==================== block 1
block_1/final_congestion.png
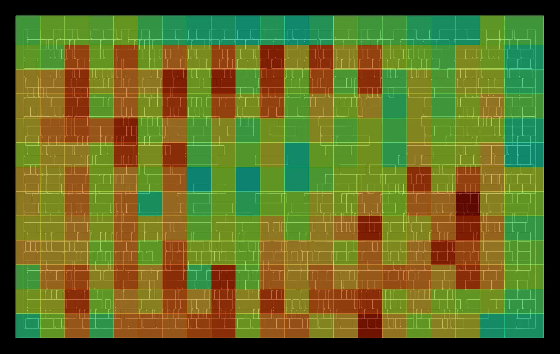

===== src/rtl/alu_op_sequencer_pkg.sv =====
// Purpose : shared types and constants for the ALU operation sequencer.
// Contents: FSM state encoding, ALU opcode constants, default widths.
// Ports   : none (package).
package alu_seq_pkg;

  // Default widths. The top module exposes these as overridable parameters.
  localparam int unsigned DATA_W_DEF = 32;
  localparam int unsigned ADDR_W_DEF = 5;
  localparam int unsigned OP_W_DEF   = 5;
  localparam int unsigned CNT_W_DEF  = 16;

  // One command in flight: IDLE -> READ -> EXEC -> WB -> RESP -> IDLE.
  typedef enum logic [2:0] {
    S_IDLE = 3'd0,
    S_READ = 3'd1,
    S_EXEC = 3'd2,
    S_WB   = 3'd3,
    S_RESP = 3'd4
  } state_t;

  // Opcodes understood by the external ALU instance.
  localparam logic [4:0] ALUOP_ADD = 5'd0;
  localparam logic [4:0] ALUOP_SUB = 5'd1;
  localparam logic [4:0] ALUOP_AND = 5'd2;
  localparam logic [4:0] ALUOP_OR  = 5'd3;

endpackage


===== src/rtl/alu_op_sequencer_if.sv =====
// Purpose : bundles the command, register-file, ALU and response signals of the sequencer.
// Modports: master = the sequencer (accepts commands, drives RF/ALU, returns responses);
//           slave  = its environment (command source, RF, ALU and response consumer).
interface alu_op_sequencer_if #(
  parameter int DATA_W = 32,
  parameter int ADDR_W = 5,
  parameter int OP_W   = 5
) ();

  // command channel (valid/ready)
  logic              cmd_valid;
  logic              cmd_ready;
  logic [ADDR_W-1:0] cmd_rs1;
  logic [ADDR_W-1:0] cmd_rs2;
  logic [ADDR_W-1:0] cmd_rd;
  logic [OP_W-1:0]   cmd_op;
  logic              cmd_wb;

  // register file: two combinational reads, one write port
  logic [ADDR_W-1:0] rf_a1;
  logic [ADDR_W-1:0] rf_a2;
  logic [ADDR_W-1:0] rf_a3;
  logic [DATA_W-1:0] rf_wd;
  logic              rf_we;
  logic [DATA_W-1:0] rf_rd1;
  logic [DATA_W-1:0] rf_rd2;

  // ALU: combinational result and zero flag
  logic [DATA_W-1:0] alu_a;
  logic [DATA_W-1:0] alu_b;
  logic [OP_W-1:0]   alu_op;
  logic [DATA_W-1:0] alu_c;
  logic              alu_zero;

  // response channel (valid/ready)
  logic              rsp_valid;
  logic              rsp_ready;
  logic [DATA_W-1:0] rsp_data;
  logic              rsp_zero;

  modport master (
    input  cmd_valid, cmd_rs1, cmd_rs2, cmd_rd, cmd_op, cmd_wb,
    output cmd_ready,
    output rf_a1, rf_a2, rf_a3, rf_wd, rf_we,
    input  rf_rd1, rf_rd2,
    output alu_a, alu_b, alu_op,
    input  alu_c, alu_zero,
    output rsp_valid, rsp_data, rsp_zero,
    input  rsp_ready
  );

  modport slave (
    output cmd_valid, cmd_rs1, cmd_rs2, cmd_rd, cmd_op, cmd_wb,
    input  cmd_ready,
    input  rf_a1, rf_a2, rf_a3, rf_wd, rf_we,
    output rf_rd1, rf_rd2,
    input  alu_a, alu_b, alu_op,
    output alu_c, alu_zero,
    input  rsp_valid, rsp_data, rsp_zero,
    output rsp_ready
  );

endinterface


===== src/rtl/alu_op_sequencer.sv =====
// Purpose : sequences one RF-read / ALU / optional write-back operation per command.
// Latency : accept at cycle N, rf_we pulse at N+3, rsp_valid from N+4; at least 5 cycles per command.
// Backpr. : cmd_ready only in IDLE; RESP holds rsp_valid/data/zero until rsp_ready.
// Ports   : clk, rstn (synchronous, active-high: 1 = reset), bus (alu_op_sequencer_if.master:
//           cmd_*, rf_*, alu_*, rsp_*), busy (not IDLE), op_count (completed responses, wraps).
module alu_op_sequencer
  import alu_seq_pkg::*;
#(
  parameter int DATA_W = 32,
  parameter int ADDR_W = 5,
  parameter int OP_W   = 5,
  parameter int CNT_W  = 16
) (
  input  logic                clk,
  input  logic                rstn,
  alu_op_sequencer_if.master  bus,
  output logic                busy,
  output logic [CNT_W-1:0]    op_count
);

  // ---------------------------------------------------------------------------
  // State and datapath registers
  // ---------------------------------------------------------------------------
  state_t            r_state;
  state_t            w_next;

  logic [ADDR_W-1:0] r_rs1;
  logic [ADDR_W-1:0] r_rs2;
  logic [ADDR_W-1:0] r_rd;
  logic [OP_W-1:0]   r_op;
  logic              r_wb;
  logic [DATA_W-1:0] r_opa;
  logic [DATA_W-1:0] r_opb;
  logic [DATA_W-1:0] r_rsp_data;
  logic              r_rsp_zero;
  logic [CNT_W-1:0]  r_op_count;

  logic              w_cmd_ready;
  logic              w_accept;
  logic              w_rf_we;
  logic              w_rsp_valid;
  logic              w_rsp_done;
  logic              w_busy;

  // ---------------------------------------------------------------------------
  // FSM: state register
  // ---------------------------------------------------------------------------
  always_ff @(posedge clk) begin
    if (rstn) begin
      r_state <= S_IDLE;
    end else begin
      r_state <= w_next;
    end
  end

  // ---------------------------------------------------------------------------
  // FSM: next state and qualified outputs
  // ---------------------------------------------------------------------------
  always_comb begin
    w_next      = r_state;
    w_cmd_ready = 1'b0;
    w_rf_we     = 1'b0;
    w_rsp_valid = 1'b0;
    w_busy      = 1'b1;

    case (r_state)
      S_IDLE: begin
        w_busy      = 1'b0;
        w_cmd_ready = 1'b1;
        if (bus.cmd_valid) begin
          w_next = S_READ;
        end
      end
      S_READ: begin
        w_next = S_EXEC;
      end
      S_EXEC: begin
        w_next = S_WB;
      end
      S_WB: begin
        // x0 is hard-wired zero in the RF, so a write to it is suppressed here.
        w_rf_we = r_wb && (r_rd != '0);
        w_next  = S_RESP;
      end
      S_RESP: begin
        w_rsp_valid = 1'b1;
        if (bus.rsp_ready) begin
          w_next = S_IDLE;
        end
      end
      default: begin
        w_next = S_IDLE;
      end
    endcase

    // Reset aborts in the same cycle: no write pulse, no response, no new accept.
    if (rstn) begin
      w_cmd_ready = 1'b0;
      w_rf_we     = 1'b0;
      w_rsp_valid = 1'b0;
    end
  end

  assign w_accept   = w_cmd_ready & bus.cmd_valid;
  assign w_rsp_done = w_rsp_valid & bus.rsp_ready;

  // ---------------------------------------------------------------------------
  // Command, operand, result registers and completion counter
  // ---------------------------------------------------------------------------
  always_ff @(posedge clk) begin
    if (rstn) begin
      r_rs1      <= '0;
      r_rs2      <= '0;
      r_rd       <= '0;
      r_op       <= '0;
      r_wb       <= 1'b0;
      r_opa      <= '0;
      r_opb      <= '0;
      r_rsp_data <= '0;
      r_rsp_zero <= 1'b0;
      r_op_count <= '0;
    end else begin
      if (w_accept) begin
        r_rs1 <= bus.cmd_rs1;
        r_rs2 <= bus.cmd_rs2;
        r_rd  <= bus.cmd_rd;
        r_op  <= bus.cmd_op;
        r_wb  <= bus.cmd_wb;
      end
      // RF read data is combinational from rf_a1/rf_a2, which already carry rs1/rs2 here.
      if (r_state == S_READ) begin
        r_opa <= bus.rf_rd1;
        r_opb <= bus.rf_rd2;
      end
      if (r_state == S_EXEC) begin
        r_rsp_data <= bus.alu_c;
        r_rsp_zero <= bus.alu_zero;
      end
      if (w_rsp_done) begin
        r_op_count <= r_op_count + {{(CNT_W-1){1'b0}}, 1'b1};
      end
    end
  end

  // ---------------------------------------------------------------------------
  // Outputs: addresses/data/opcodes are plain register views and keep their last
  // value outside the state that uses them; only rf_we and rsp_valid are qualified.
  // ---------------------------------------------------------------------------
  assign bus.cmd_ready = w_cmd_ready;

  assign bus.rf_a1     = r_rs1;
  assign bus.rf_a2     = r_rs2;
  assign bus.rf_a3     = r_rd;
  assign bus.rf_wd     = r_rsp_data;
  assign bus.rf_we     = w_rf_we;

  assign bus.alu_a     = r_opa;
  assign bus.alu_b     = r_opb;
  assign bus.alu_op    = r_op;

  assign bus.rsp_valid = w_rsp_valid;
  assign bus.rsp_data  = r_rsp_data;
  assign bus.rsp_zero  = r_rsp_zero;

  assign busy          = w_busy;
  assign op_count      = r_op_count;

endmodule


===== src/flat_wrapper.sv =====
// flat-port wrapper written by rule: the top's interface ports become plain ports
module alu_op_sequencer_flat import alu_seq_pkg::*;
#(
  parameter int DATA_W = 32,
  parameter int ADDR_W = 5,
  parameter int OP_W   = 5,
  parameter int CNT_W  = 16
)
  (clk, rstn, busy, op_count, bus_cmd_valid, bus_cmd_rs1, bus_cmd_rs2, bus_cmd_rd, bus_cmd_op, bus_cmd_wb, bus_cmd_ready, bus_rf_a1, bus_rf_a2, bus_rf_a3, bus_rf_wd, bus_rf_we, bus_rf_rd1, bus_rf_rd2, bus_alu_a, bus_alu_b, bus_alu_op, bus_alu_c, bus_alu_zero, bus_rsp_valid, bus_rsp_data, bus_rsp_zero, bus_rsp_ready);
  alu_op_sequencer_if #(.DATA_W(DATA_W), .ADDR_W(ADDR_W), .OP_W(OP_W)) bus_i ();
  input  logic clk;
  input  logic rstn;
  output logic busy;
  output logic [CNT_W-1:0] op_count;
  input wire logic [$bits(bus_i.cmd_valid)-1:0] bus_cmd_valid;
  input wire logic [$bits(bus_i.cmd_rs1)-1:0] bus_cmd_rs1;
  input wire logic [$bits(bus_i.cmd_rs2)-1:0] bus_cmd_rs2;
  input wire logic [$bits(bus_i.cmd_rd)-1:0] bus_cmd_rd;
  input wire logic [$bits(bus_i.cmd_op)-1:0] bus_cmd_op;
  input wire logic [$bits(bus_i.cmd_wb)-1:0] bus_cmd_wb;
  output wire logic [$bits(bus_i.cmd_ready)-1:0] bus_cmd_ready;
  output wire logic [$bits(bus_i.rf_a1)-1:0] bus_rf_a1;
  output wire logic [$bits(bus_i.rf_a2)-1:0] bus_rf_a2;
  output wire logic [$bits(bus_i.rf_a3)-1:0] bus_rf_a3;
  output wire logic [$bits(bus_i.rf_wd)-1:0] bus_rf_wd;
  output wire logic [$bits(bus_i.rf_we)-1:0] bus_rf_we;
  input wire logic [$bits(bus_i.rf_rd1)-1:0] bus_rf_rd1;
  input wire logic [$bits(bus_i.rf_rd2)-1:0] bus_rf_rd2;
  output wire logic [$bits(bus_i.alu_a)-1:0] bus_alu_a;
  output wire logic [$bits(bus_i.alu_b)-1:0] bus_alu_b;
  output wire logic [$bits(bus_i.alu_op)-1:0] bus_alu_op;
  input wire logic [$bits(bus_i.alu_c)-1:0] bus_alu_c;
  input wire logic [$bits(bus_i.alu_zero)-1:0] bus_alu_zero;
  output wire logic [$bits(bus_i.rsp_valid)-1:0] bus_rsp_valid;
  output wire logic [$bits(bus_i.rsp_data)-1:0] bus_rsp_data;
  output wire logic [$bits(bus_i.rsp_zero)-1:0] bus_rsp_zero;
  input wire logic [$bits(bus_i.rsp_ready)-1:0] bus_rsp_ready;
  assign bus_i.cmd_valid = bus_cmd_valid;
  assign bus_i.cmd_rs1 = bus_cmd_rs1;
  assign bus_i.cmd_rs2 = bus_cmd_rs2;
  assign bus_i.cmd_rd = bus_cmd_rd;
  assign bus_i.cmd_op = bus_cmd_op;
  assign bus_i.cmd_wb = bus_cmd_wb;
  assign bus_cmd_ready = bus_i.cmd_ready;
  assign bus_rf_a1 = bus_i.rf_a1;
  assign bus_rf_a2 = bus_i.rf_a2;
  assign bus_rf_a3 = bus_i.rf_a3;
  assign bus_rf_wd = bus_i.rf_wd;
  assign bus_rf_we = bus_i.rf_we;
  assign bus_i.rf_rd1 = bus_rf_rd1;
  assign bus_i.rf_rd2 = bus_rf_rd2;
  assign bus_alu_a = bus_i.alu_a;
  assign bus_alu_b = bus_i.alu_b;
  assign bus_alu_op = bus_i.alu_op;
  assign bus_i.alu_c = bus_alu_c;
  assign bus_i.alu_zero = bus_alu_zero;
  assign bus_rsp_valid = bus_i.rsp_valid;
  assign bus_rsp_data = bus_i.rsp_data;
  assign bus_rsp_zero = bus_i.rsp_zero;
  assign bus_i.rsp_ready = bus_rsp_ready;
  alu_op_sequencer #(.DATA_W(DATA_W), .ADDR_W(ADDR_W), .OP_W(OP_W), .CNT_W(CNT_W)) u_core (.clk(clk), .rstn(rstn), .bus(bus_i), .busy(busy), .op_count(op_count));
endmodule

===== config.mk =====
export PLATFORM = sky130hd
export DESIGN_NAME = alu_op_sequencer_flat
export DESIGN_NICKNAME = d
export VERILOG_FILES = /design/src/rtl/alu_op_sequencer_pkg.sv /design/src/rtl/alu_op_sequencer_if.sv /design/src/rtl/alu_op_sequencer.sv /design/src/flat_wrapper.sv
export SDC_FILE = /design/constraint.sdc
export NUM_CORES = 1
export LEC_CHECK = 0
export ABC_CLOCK_PERIOD_IN_PS = 3300
export CORE_ASPECT_RATIO = 0.6
export CORE_MARGIN = 2
export CORE_UTILIZATION = 41
export DETAILED_ROUTE_END_ITERATION = 12
export GPL_TIMING_DRIVEN = 0
export HOLD_SLACK_MARGIN = 0.12
export PLACE_DENSITY = 0.93
export SYNTH_ARGS = -nofsm -noshare
export SYNTH_HDL_FRONTEND = slang
export SYNTH_SLANG_ARGS = --single-unit

===== constraint.sdc =====
create_clock -name clk -period 3.3 [get_ports clk]
set_clock_uncertainty 0.2 [all_clocks]
set_input_delay 0.495 -clock clk [delete_from_list [all_inputs] [get_ports clk]]
set_output_delay 0.495 -clock clk [all_outputs]
set_load 0.03 [all_outputs]

==================== block 2
$ cat src/rtl/comparator_pkg.sv
// Shared types and helpers for the registered magnitude comparator.
// Signed operand mode is selected with the COMPARATOR_SIGNED_EN macro.
package comparator_pkg;

    localparam int COMPARATOR_DEFAULT_WIDTH = 3;

    typedef struct packed {
        logic gt;
        logic ge;
        logic lt;
        logic le;
        logic eq;
        logic ne;
    } cmp_flags_t;

    localparam cmp_flags_t CMP_FLAGS_CLEAR = '0;

    // The whole predicate set follows from gt and eq alone.
    function automatic cmp_flags_t derive_flags(input logic gt, input logic eq);
        cmp_flags_t f;
        f.gt = gt;
        f.ge = gt | eq;
        f.lt = ~(gt | eq);
        f.le = ~gt;
        f.eq = eq;
        f.ne = ~eq;
        return f;
    endfunction

endpackage

$ cat src/rtl/comparator_core.sv
// Combinational gt/eq core for WIDTH-bit operands.
// COMPARATOR_SIGNED_EN selects two's-complement ordering; equality is mode-independent.
module comparator_core #(
    parameter int WIDTH = 3
) (
    input  logic [WIDTH-1:0] a_i,
    input  logic [WIDTH-1:0] b_i,
    output logic             gt_o,
    output logic             eq_o
);

`ifdef COMPARATOR_SIGNED_EN
    logic signed [WIDTH-1:0] a_s;
    logic signed [WIDTH-1:0] b_s;

    assign a_s  = $signed(a_i);
    assign b_s  = $signed(b_i);
    assign gt_o = (a_s > b_s);
`else
    assign gt_o = (a_i > b_i);
`endif

    assign eq_o = (a_i == b_i);

endmodule

$ cat src/rtl/comparator.sv
// Registered six-flag magnitude comparator with a one-cycle latency valid flag.
// Define COMPARATOR_SIGNED_EN for two's-complement operands (default unsigned).
module comparator
    import comparator_pkg::*;
#(
    parameter int WIDTH = COMPARATOR_DEFAULT_WIDTH
) (
    input  logic             clk,
    input  logic             rst_n,
    input  logic             in_valid,
    input  logic [WIDTH-1:0] dec_a_in,
    input  logic [WIDTH-1:0] dec_b_in,
    output logic             out_valid,
    output logic             a_gt_b,
    output logic             a_ge_b,
    output logic             a_lt_b,
    output logic             a_le_b,
    output logic             a_eq_b,
    output logic             a_ne_b
);

    logic       gt_c;
    logic       eq_c;
    cmp_flags_t flags_c;
    cmp_flags_t flags_d;
    cmp_flags_t flags_q;
    logic       valid_d;
    logic       valid_q;

    comparator_core #(
        .WIDTH (WIDTH)
    ) u_core (
        .a_i  (dec_a_in),
        .b_i  (dec_b_in),
        .gt_o (gt_c),
        .eq_o (eq_c)
    );

    assign flags_c = derive_flags(gt_c, eq_c);

    // Flags only update on a valid compare; otherwise they hold the last result.
    always_comb begin
        flags_d = flags_q;
        valid_d = in_valid;
        if (in_valid) begin
            flags_d = flags_c;
        end
    end

    always_ff @(posedge clk) begin
        if (!rst_n) begin
            flags_q <= CMP_FLAGS_CLEAR;
            valid_q <= 1'b0;
        end else begin
            flags_q <= flags_d;
            valid_q <= valid_d;
        end
    end

    assign out_valid = valid_q;
    assign a_gt_b    = flags_q.gt;
    assign a_ge_b    = flags_q.ge;
    assign a_lt_b    = flags_q.lt;
    assign a_le_b    = flags_q.le;
    assign a_eq_b    = flags_q.eq;
    assign a_ne_b    = flags_q.ne;

endmodule

$ cat config.mk
export PLATFORM = sky130hd
export DESIGN_NAME = comparator
export DESIGN_NICKNAME = d
export VERILOG_FILES = /design/src/rtl/comparator_pkg.sv /design/src/rtl/comparator_core.sv /design/src/rtl/comparator.sv
export SDC_FILE = /design/constraint.sdc
export NUM_CORES = 1
export LEC_CHECK = 0
export ABC_AREA = 1
export CORE_AREA = 3 3 40 42
export DETAILED_ROUTE_END_ITERATION = 10
export DIE_AREA = 0 0 43 45
export PLACE_DENSITY = 0.55
export SETUP_SLACK_MARGIN = 0.15
export SYNTH_ARGS = -nofsm -noshare
export SYNTH_HDL_FRONTEND = slang
export SYNTH_SLANG_ARGS = --single-unit
$ cat constraint.sdc
create_clock -name clk -period 1.29 [get_ports clk]
set_input_delay 0.258 -clock clk [delete_from_list [all_inputs] [get_ports clk]]
set_output_delay 0.258 -clock clk [all_outputs]
set_load 0.1 [all_outputs]
==================== block 3
==> src/rtl/trans_level_sweeper_pkg.sv <==
// Shared types and constants for the switch-level function cell self-test.
package trans_level_pkg;

  localparam int IDX_W = 4;
  localparam int CNT_W = 5;

  // Truth table of F = AC + ABC' + BD + A'C'D', bit m = F({A,B,C,D} = m)
  localparam logic [15:0] TRANS_LEVEL_TT = 16'hFCB1;

  typedef enum logic [1:0] {
    IDLE,
    SETTLE,
    SAMPLE,
    FINISH
  } state_t;

endpackage

==> src/rtl/trans_level_sweeper_settle_timer.sv <==
// Loadable 4-bit down-counter that times how long each stimulus vector settles.
module settle_timer (
  input  logic       clk,
  input  logic       rst_n,
  input  logic       load,
  input  logic [3:0] load_val,
  input  logic       en,
  output logic [3:0] value,
  output logic       zero
);

  always_ff @(posedge clk or negedge rst_n) begin
    if (!rst_n) begin
      value <= '0;
    end else if (load) begin
      value <= load_val;
    end else if (en && (value != '0)) begin
      value <= value - 4'd1;
    end
  end

  assign zero = (value == '0);

endmodule

==> src/rtl/trans_level_sweeper.sv <==
// Sweeps A..D through all 16 minterms, samples F after a settle delay and
// compares the captured truth table against a golden signature.
module trans_level_sweeper
  import trans_level_pkg::*;
#(
  parameter int unsigned SETTLE_CYCLES = 2,
  parameter logic [15:0] EXPECTED      = TRANS_LEVEL_TT
) (
  input  logic             clk,
  input  logic             rst_n,
  input  logic             start,
  input  logic             f_in,
  output logic             a_out,
  output logic             b_out,
  output logic             c_out,
  output logic             d_out,
  output logic             busy,
  output logic             done,
  output logic             pass,
  output logic [15:0]      signature,
  output logic [CNT_W-1:0] mismatch_cnt,
  output logic [IDX_W-1:0] fail_index
);

  localparam logic [3:0] SETTLE_LOAD = 4'(SETTLE_CYCLES - 1);
  localparam logic [IDX_W-1:0] LAST_IDX = '1;

  state_t           state, next_state;
  logic [IDX_W-1:0] index;
  logic             tmr_load, tmr_en, tmr_zero;
  logic [3:0]       tmr_value;

  settle_timer u_settle_timer (
    .clk      (clk),
    .rst_n    (rst_n),
    .load     (tmr_load),
    .load_val (SETTLE_LOAD),
    .en       (tmr_en),
    .value    (tmr_value),
    .zero     (tmr_zero)
  );

  always_ff @(posedge clk or negedge rst_n) begin
    if (!rst_n) state <= IDLE;
    else        state <= next_state;
  end

  always_comb begin
    next_state = state;
    tmr_load   = 1'b0;
    tmr_en     = 1'b0;
    case (state)
      IDLE: begin
        if (start) begin
          next_state = SETTLE;
          tmr_load   = 1'b1;
        end
      end
      SETTLE: begin
        if (tmr_zero) next_state = SAMPLE;
        else          tmr_en     = (tmr_value != '0);
      end
      SAMPLE: begin
        if (index == LAST_IDX) begin
          next_state = FINISH;
        end else begin
          next_state = SETTLE;
          tmr_load   = 1'b1;
        end
      end
      FINISH:  next_state = IDLE;
      default: next_state = IDLE;
    endcase
  end

  // busy drops on entry to FINISH so that done and !busy line up with the
  // single FINISH cycle; pass is only resolved once the last count is in.
  always_ff @(posedge clk or negedge rst_n) begin
    if (!rst_n) begin
      index        <= '0;
      busy         <= 1'b0;
      done         <= 1'b0;
      pass         <= 1'b0;
      signature    <= '0;
      mismatch_cnt <= '0;
      fail_index   <= '0;
    end else begin
      done <= 1'b0;
      case (state)
        IDLE: begin
          if (start) begin
            signature    <= '0;
            mismatch_cnt <= '0;
            fail_index   <= '0;
            pass         <= 1'b0;
            index        <= '0;
            busy         <= 1'b1;
          end
        end
        SAMPLE: begin
          signature[index] <= f_in;
          if (f_in != EXPECTED[index]) begin
            mismatch_cnt <= mismatch_cnt + 5'd1;
            if (mismatch_cnt == '0) fail_index <= index;
          end
          if (index == LAST_IDX) busy  <= 1'b0;
          else                   index <= index + 4'd1;
        end
        FINISH: begin
          done <= 1'b1;
          pass <= (mismatch_cnt == '0);
        end
        default: ;
      endcase
    end
  end

  assign {a_out, b_out, c_out, d_out} = index;

endmodule

==> config.mk <==
export PLATFORM = sky130hd
export DESIGN_NAME = trans_level_sweeper
export DESIGN_NICKNAME = d
export VERILOG_FILES = /design/src/rtl/trans_level_sweeper_pkg.sv /design/src/rtl/trans_level_sweeper_settle_timer.sv /design/src/rtl/trans_level_sweeper.sv
export SDC_FILE = /design/constraint.sdc
export NUM_CORES = 1
export LEC_CHECK = 0
export ABC_AREA = 0
export CORE_MARGIN = 8
export CORE_UTILIZATION = 55
export CTS_BUF_LIST = sky130_fd_sc_hd__clkbuf_16
export CTS_CLUSTER_DIAMETER = 50
export DETAILED_ROUTE_END_ITERATION = 8
export GPL_ROUTABILITY_DRIVEN = 0
export PLACE_DENSITY = 0.84
export SLEW_MARGIN = 20
export SYNTH_ARGS = -nofsm -noshare
export SYNTH_HDL_FRONTEND = slang
export SYNTH_SLANG_ARGS = --single-unit
==> constraint.sdc <==
create_clock -name clk -period 4.2 [get_ports clk]
set_input_delay 0.63 -clock clk [delete_from_list [all_inputs] [get_ports clk]]
set_output_delay 0.63 -clock clk [all_outputs]
set_load 0.02 [all_outputs]

==> layout pictures side by side <==
Routed clock nets over the placement.
(a)
(3 px per um)
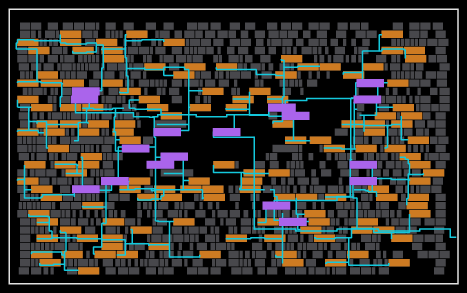
(b)
(8 px per um)
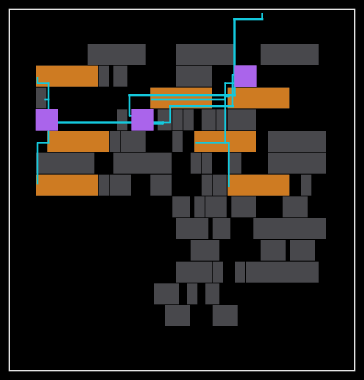
(c)
(4 px per um)
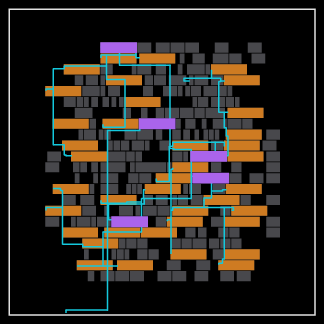
Of these, fewest sequential cells: (b)
Block 1 is (a).
Block 3 is (c).
Block 2 is (b).

Key to (c):
clock wires: drawn in cyan, length 475 um. flip-flops: drawn in orange, count 38. cells driving clock nets: drawn in purple, count 5.
There are 6 routed clock nets.

block_3/final_congestion.png
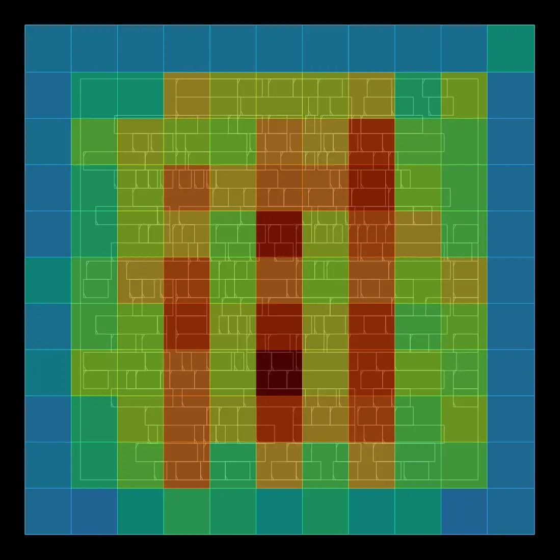
Routed WL per cell: 15.57 um
M2 GR Usage: 23.39%
met1 GRT Util: 19.48%
global router's overall resource usage: 15.42%

==> qor.yml, block 3 <==
layout:
  flops: 38
  fin_cells: 269
  nonClkBufAreaFrac_pct: 14.02
synthesis:
  ys_cells: 192
  synthTopCellsByArea: "dfrtp_1 48%, ha_1 5.0%, mux2i_1 5.0%"
  synthTopCellsByCount: "38 x dfrtp_1, 24 x nand2_1"
setup_path:
  path_delay_family: "buffers and inverters"
  required_ns: 3.57
  reg2reg_to: "mismatch_cnt[1]$_DFFE_PN0P_"
sta:
  slew_headroom_pct: 44.89
  max_freq_mhz: 437.6
pwr:
  seq_power_share_pct: 40.2
  vdd_drop_max_mv: 0.2697
detailed_routing:
  routed_wl_mm: 4.187
cts:
  clk_latency_ns: 0.28
  cts.sinks: 38
run_status:
  status: "finished clean"
-- block 3: through the flow --
| step | hold slack, ns | instance area [um^2] |
|---|---|---|
| 4_1_cts | 0.4826 | 2464 |
| 5_1_grt | 0.5231 | 2464 |
| 3_5_place_dp | 0.4697 | 2335 |
| 3_3_place_gp | 0.4642 | 2335 |
| 6_report | 0.4497 | 2464 |
| 2_1_floorplan | 0.3344 | 1983 |
-- block 3: flip-flops by register name, summed over array words and instances (netlist names) --
signal,flops
u_settle_timer.value,4
mismatch_cnt,5
pass,1
busy,1
state,2
signature,16
index,4
fail_index,4
done,1
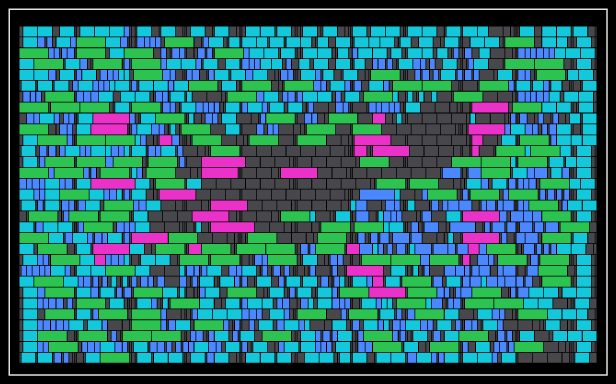
block_1/cell_classes.png
(4 px per um) Fill, decap, tap and diode cells in gray.
all other logic: drawn in blue, cells 437, share of their area 23%. other buffers and delay cells: drawn in cyan, cells 365, share of their area 38%. clock drivers and dummy loads: drawn in magenta, cells 31, share of their area 6.9%. flip-flops: drawn in green, cells 137, share of their area 32%.
Core Util, Final: 72.87%
floorplan row count: 31

## Picture notes: block_1/final_congestion.png
M2 GR Usage: 46.39%
met1 GRT Util: 29.97%
global router's overall resource usage: 26.90%
met3 Resource Use GR: 11.56%

==> qor.yml, block 1 <==
run_status:
  status: "finished clean"
layout:
  comb-cell-share_pct: 22.75
  largest_cell_class: "non-clock buffers"
  drive_above_1_share_pct: 7.320
  nonClkBufAreaFrac_pct: 37.18
  diodes: 0
pwr:
  p_clk_share_pct: 40.5
  vdd_drop_max_mv: 0.3869
  p_sw_uw: 1360
  powerSeq_uw: 1820
flow_run:
  maxCapViolations: 0
place:
  place_hpwl_mm: 13.91
  place.port_buffers: 289
  dp_cells: 1104
synthesis:
  yosys.area.top_type: "dfxtp_1"
  synth-xor-area-share_pct: 1.354
  syn_area_per_cell_um2: 7.963
  edf_count: 0
sta:
  finalMaxSlewViolations: 0
  grt_setup_unrepaired: "false"
floorplanning:
  ios: 291
  die_width_um: 149.1
setup_path:
  reg2reg_to: "u_core.op_count[15]$_SDFFE_PP0P_"
cts:
  cts.sinks: 137
  cts_hold_buf: 0
grt:
  antenna_found_initial: 0
-- block 1: cell usage after synthesis (all sizes together), types with 3 or more instances --
| master | instances |
|---|---|
| or4 | 5 |
| o31ai | 5 |
| clkbuf | 39 |
| nor2 | 12 |
| nor3 | 3 |
| a21oi | 123 |
| nand4 | 4 |
| buf | 37 |
| and2 | 3 |
| xor2 | 7 |
| nand2 | 242 |
| nand3 | 6 |
| dfxtp | 137 |
-- block 1: worst max-delay path: cells and delay by family (launching register included) --
family / cells / cell delay [ns]
buffers and inverters: 2 / 1.05
and+or+nand+nor: 1 / 0.56
DFF: 1 / 0.33
block_2/final_congestion.png
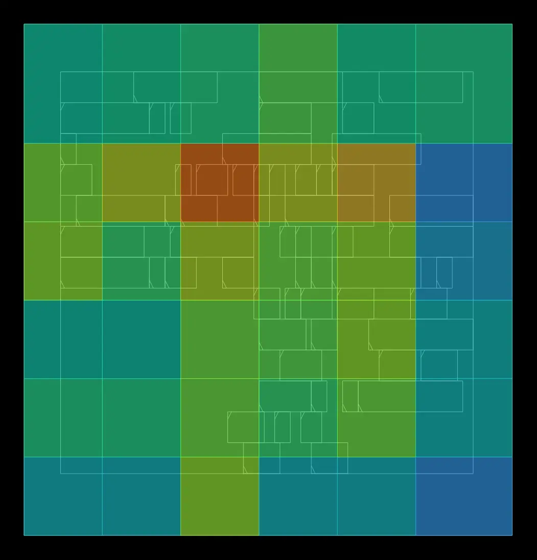
global router's overall resource usage: 8.674%
met1 GRT Util: 9.685%
grt peak-use layer: met2
Core Util, Final: 49.46%
met3 Resource Use GR: 7.968%

==> qor.yml, block 2 <==
run_status:
  status: "finished clean"
sta:
  holdWs_ns: 0.4032
  grt_setup_unrepaired: "false"
  setup_tns_ns: 0
  finalClockPeriodUsage_pct: 82.94
floorplanning:
  tap_cells: 15
  fp_util_pct: 24.15
detailed_routing:
  wl_met1_um: 285
  first_iter_violations: 4
  drc: 0
  top_layer_used: "met4"
  vias: 304
  met2_length_um: 320
grt:
  grt_pass1_vias: 281
  grt_max_degree: 6
flow_run:
  maxCapViolations: 0
place:
  place.port_buffers: 15
  dp_cells: 71
  place_area_um2: 573.1
synthesis:
  mux_share_pct: 0
  ys_sh_aoi_pct: 14.92
  synth_top_area_share_pct: 45.16
  async_reset_ff_share_pct: 0
  synth_cell_types: 12
  synthTopCellsByArea: "dfxtp_1 45%, ha_1 12%, inv_1 11%"
  syn_inst: 39
  synthSimpleGateAreaFrac_pct: 16.94
layout:
  final_nets: 73
pwr:
  power_density_mw_per_mm2: 1167
  p_sw_share_pct: 36.64
==> block 2: power by group through the flow <==
stage	Sequential (uW)	Combinational (uW)	Clock [uW]
after CTS	254	294	205
after floorplan	372	45.2	0
after detailed placement	259	279	0
after global routing	255	308	218
final	254	293	195
after global placement	259	279	0
==> block 2: worst paths after layout <==
path,start,to
worst max-delay path,dec_a_in[2],a_lt_b$_SDFFE_PN0P_
worst min-delay path,in_valid,a_eq_b$_SDFFE_PN0P_
worst max register to register,a_gt_b$_SDFFE_PN0P_,a_gt_b$_SDFFE_PN0P_
worst min register to register,a_ne_b$_SDFFE_PN0P_,a_ne_b$_SDFFE_PN0P_


==> gallery <==
Supply network.
panel A
(6 px per um) Pins as bars on the die edge. Tap cells in gray.
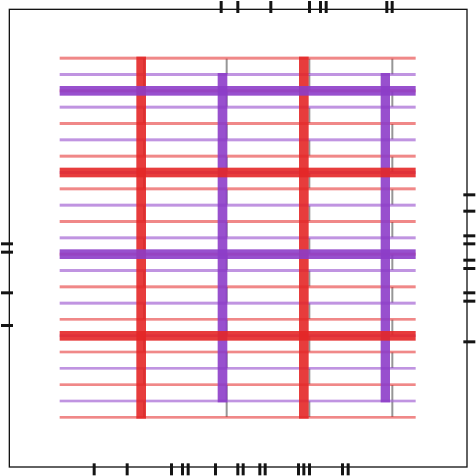
panel B
(4 px per um) Pins as bars on the die edge. Tap cells in gray.
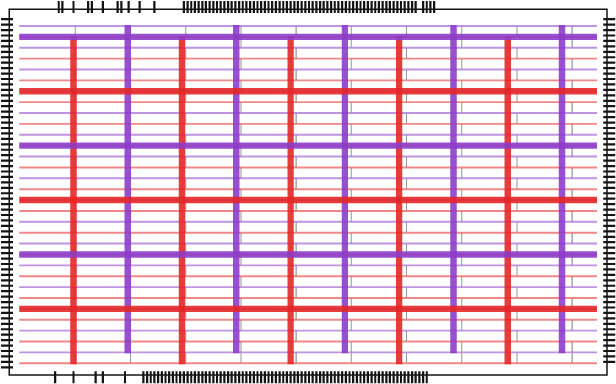
panel C
(12 px per um) Pins as bars on the die edge. Tap cells in gray.
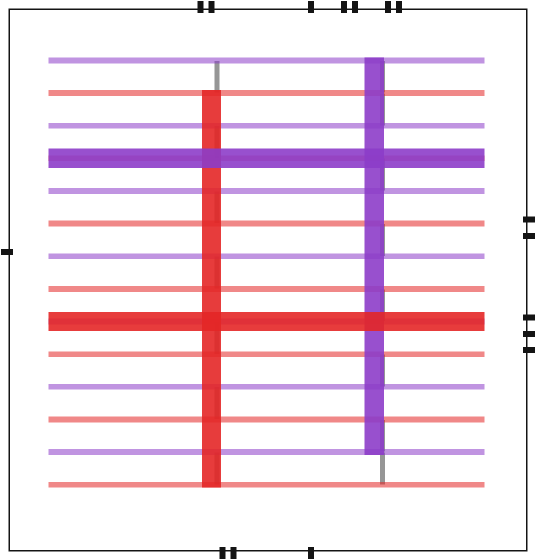
The one with the fewest pins is panel C.
- block 1 = panel B
- block 3 = panel A
- block 2 = panel C

Power and IR drop assume default switching activity.
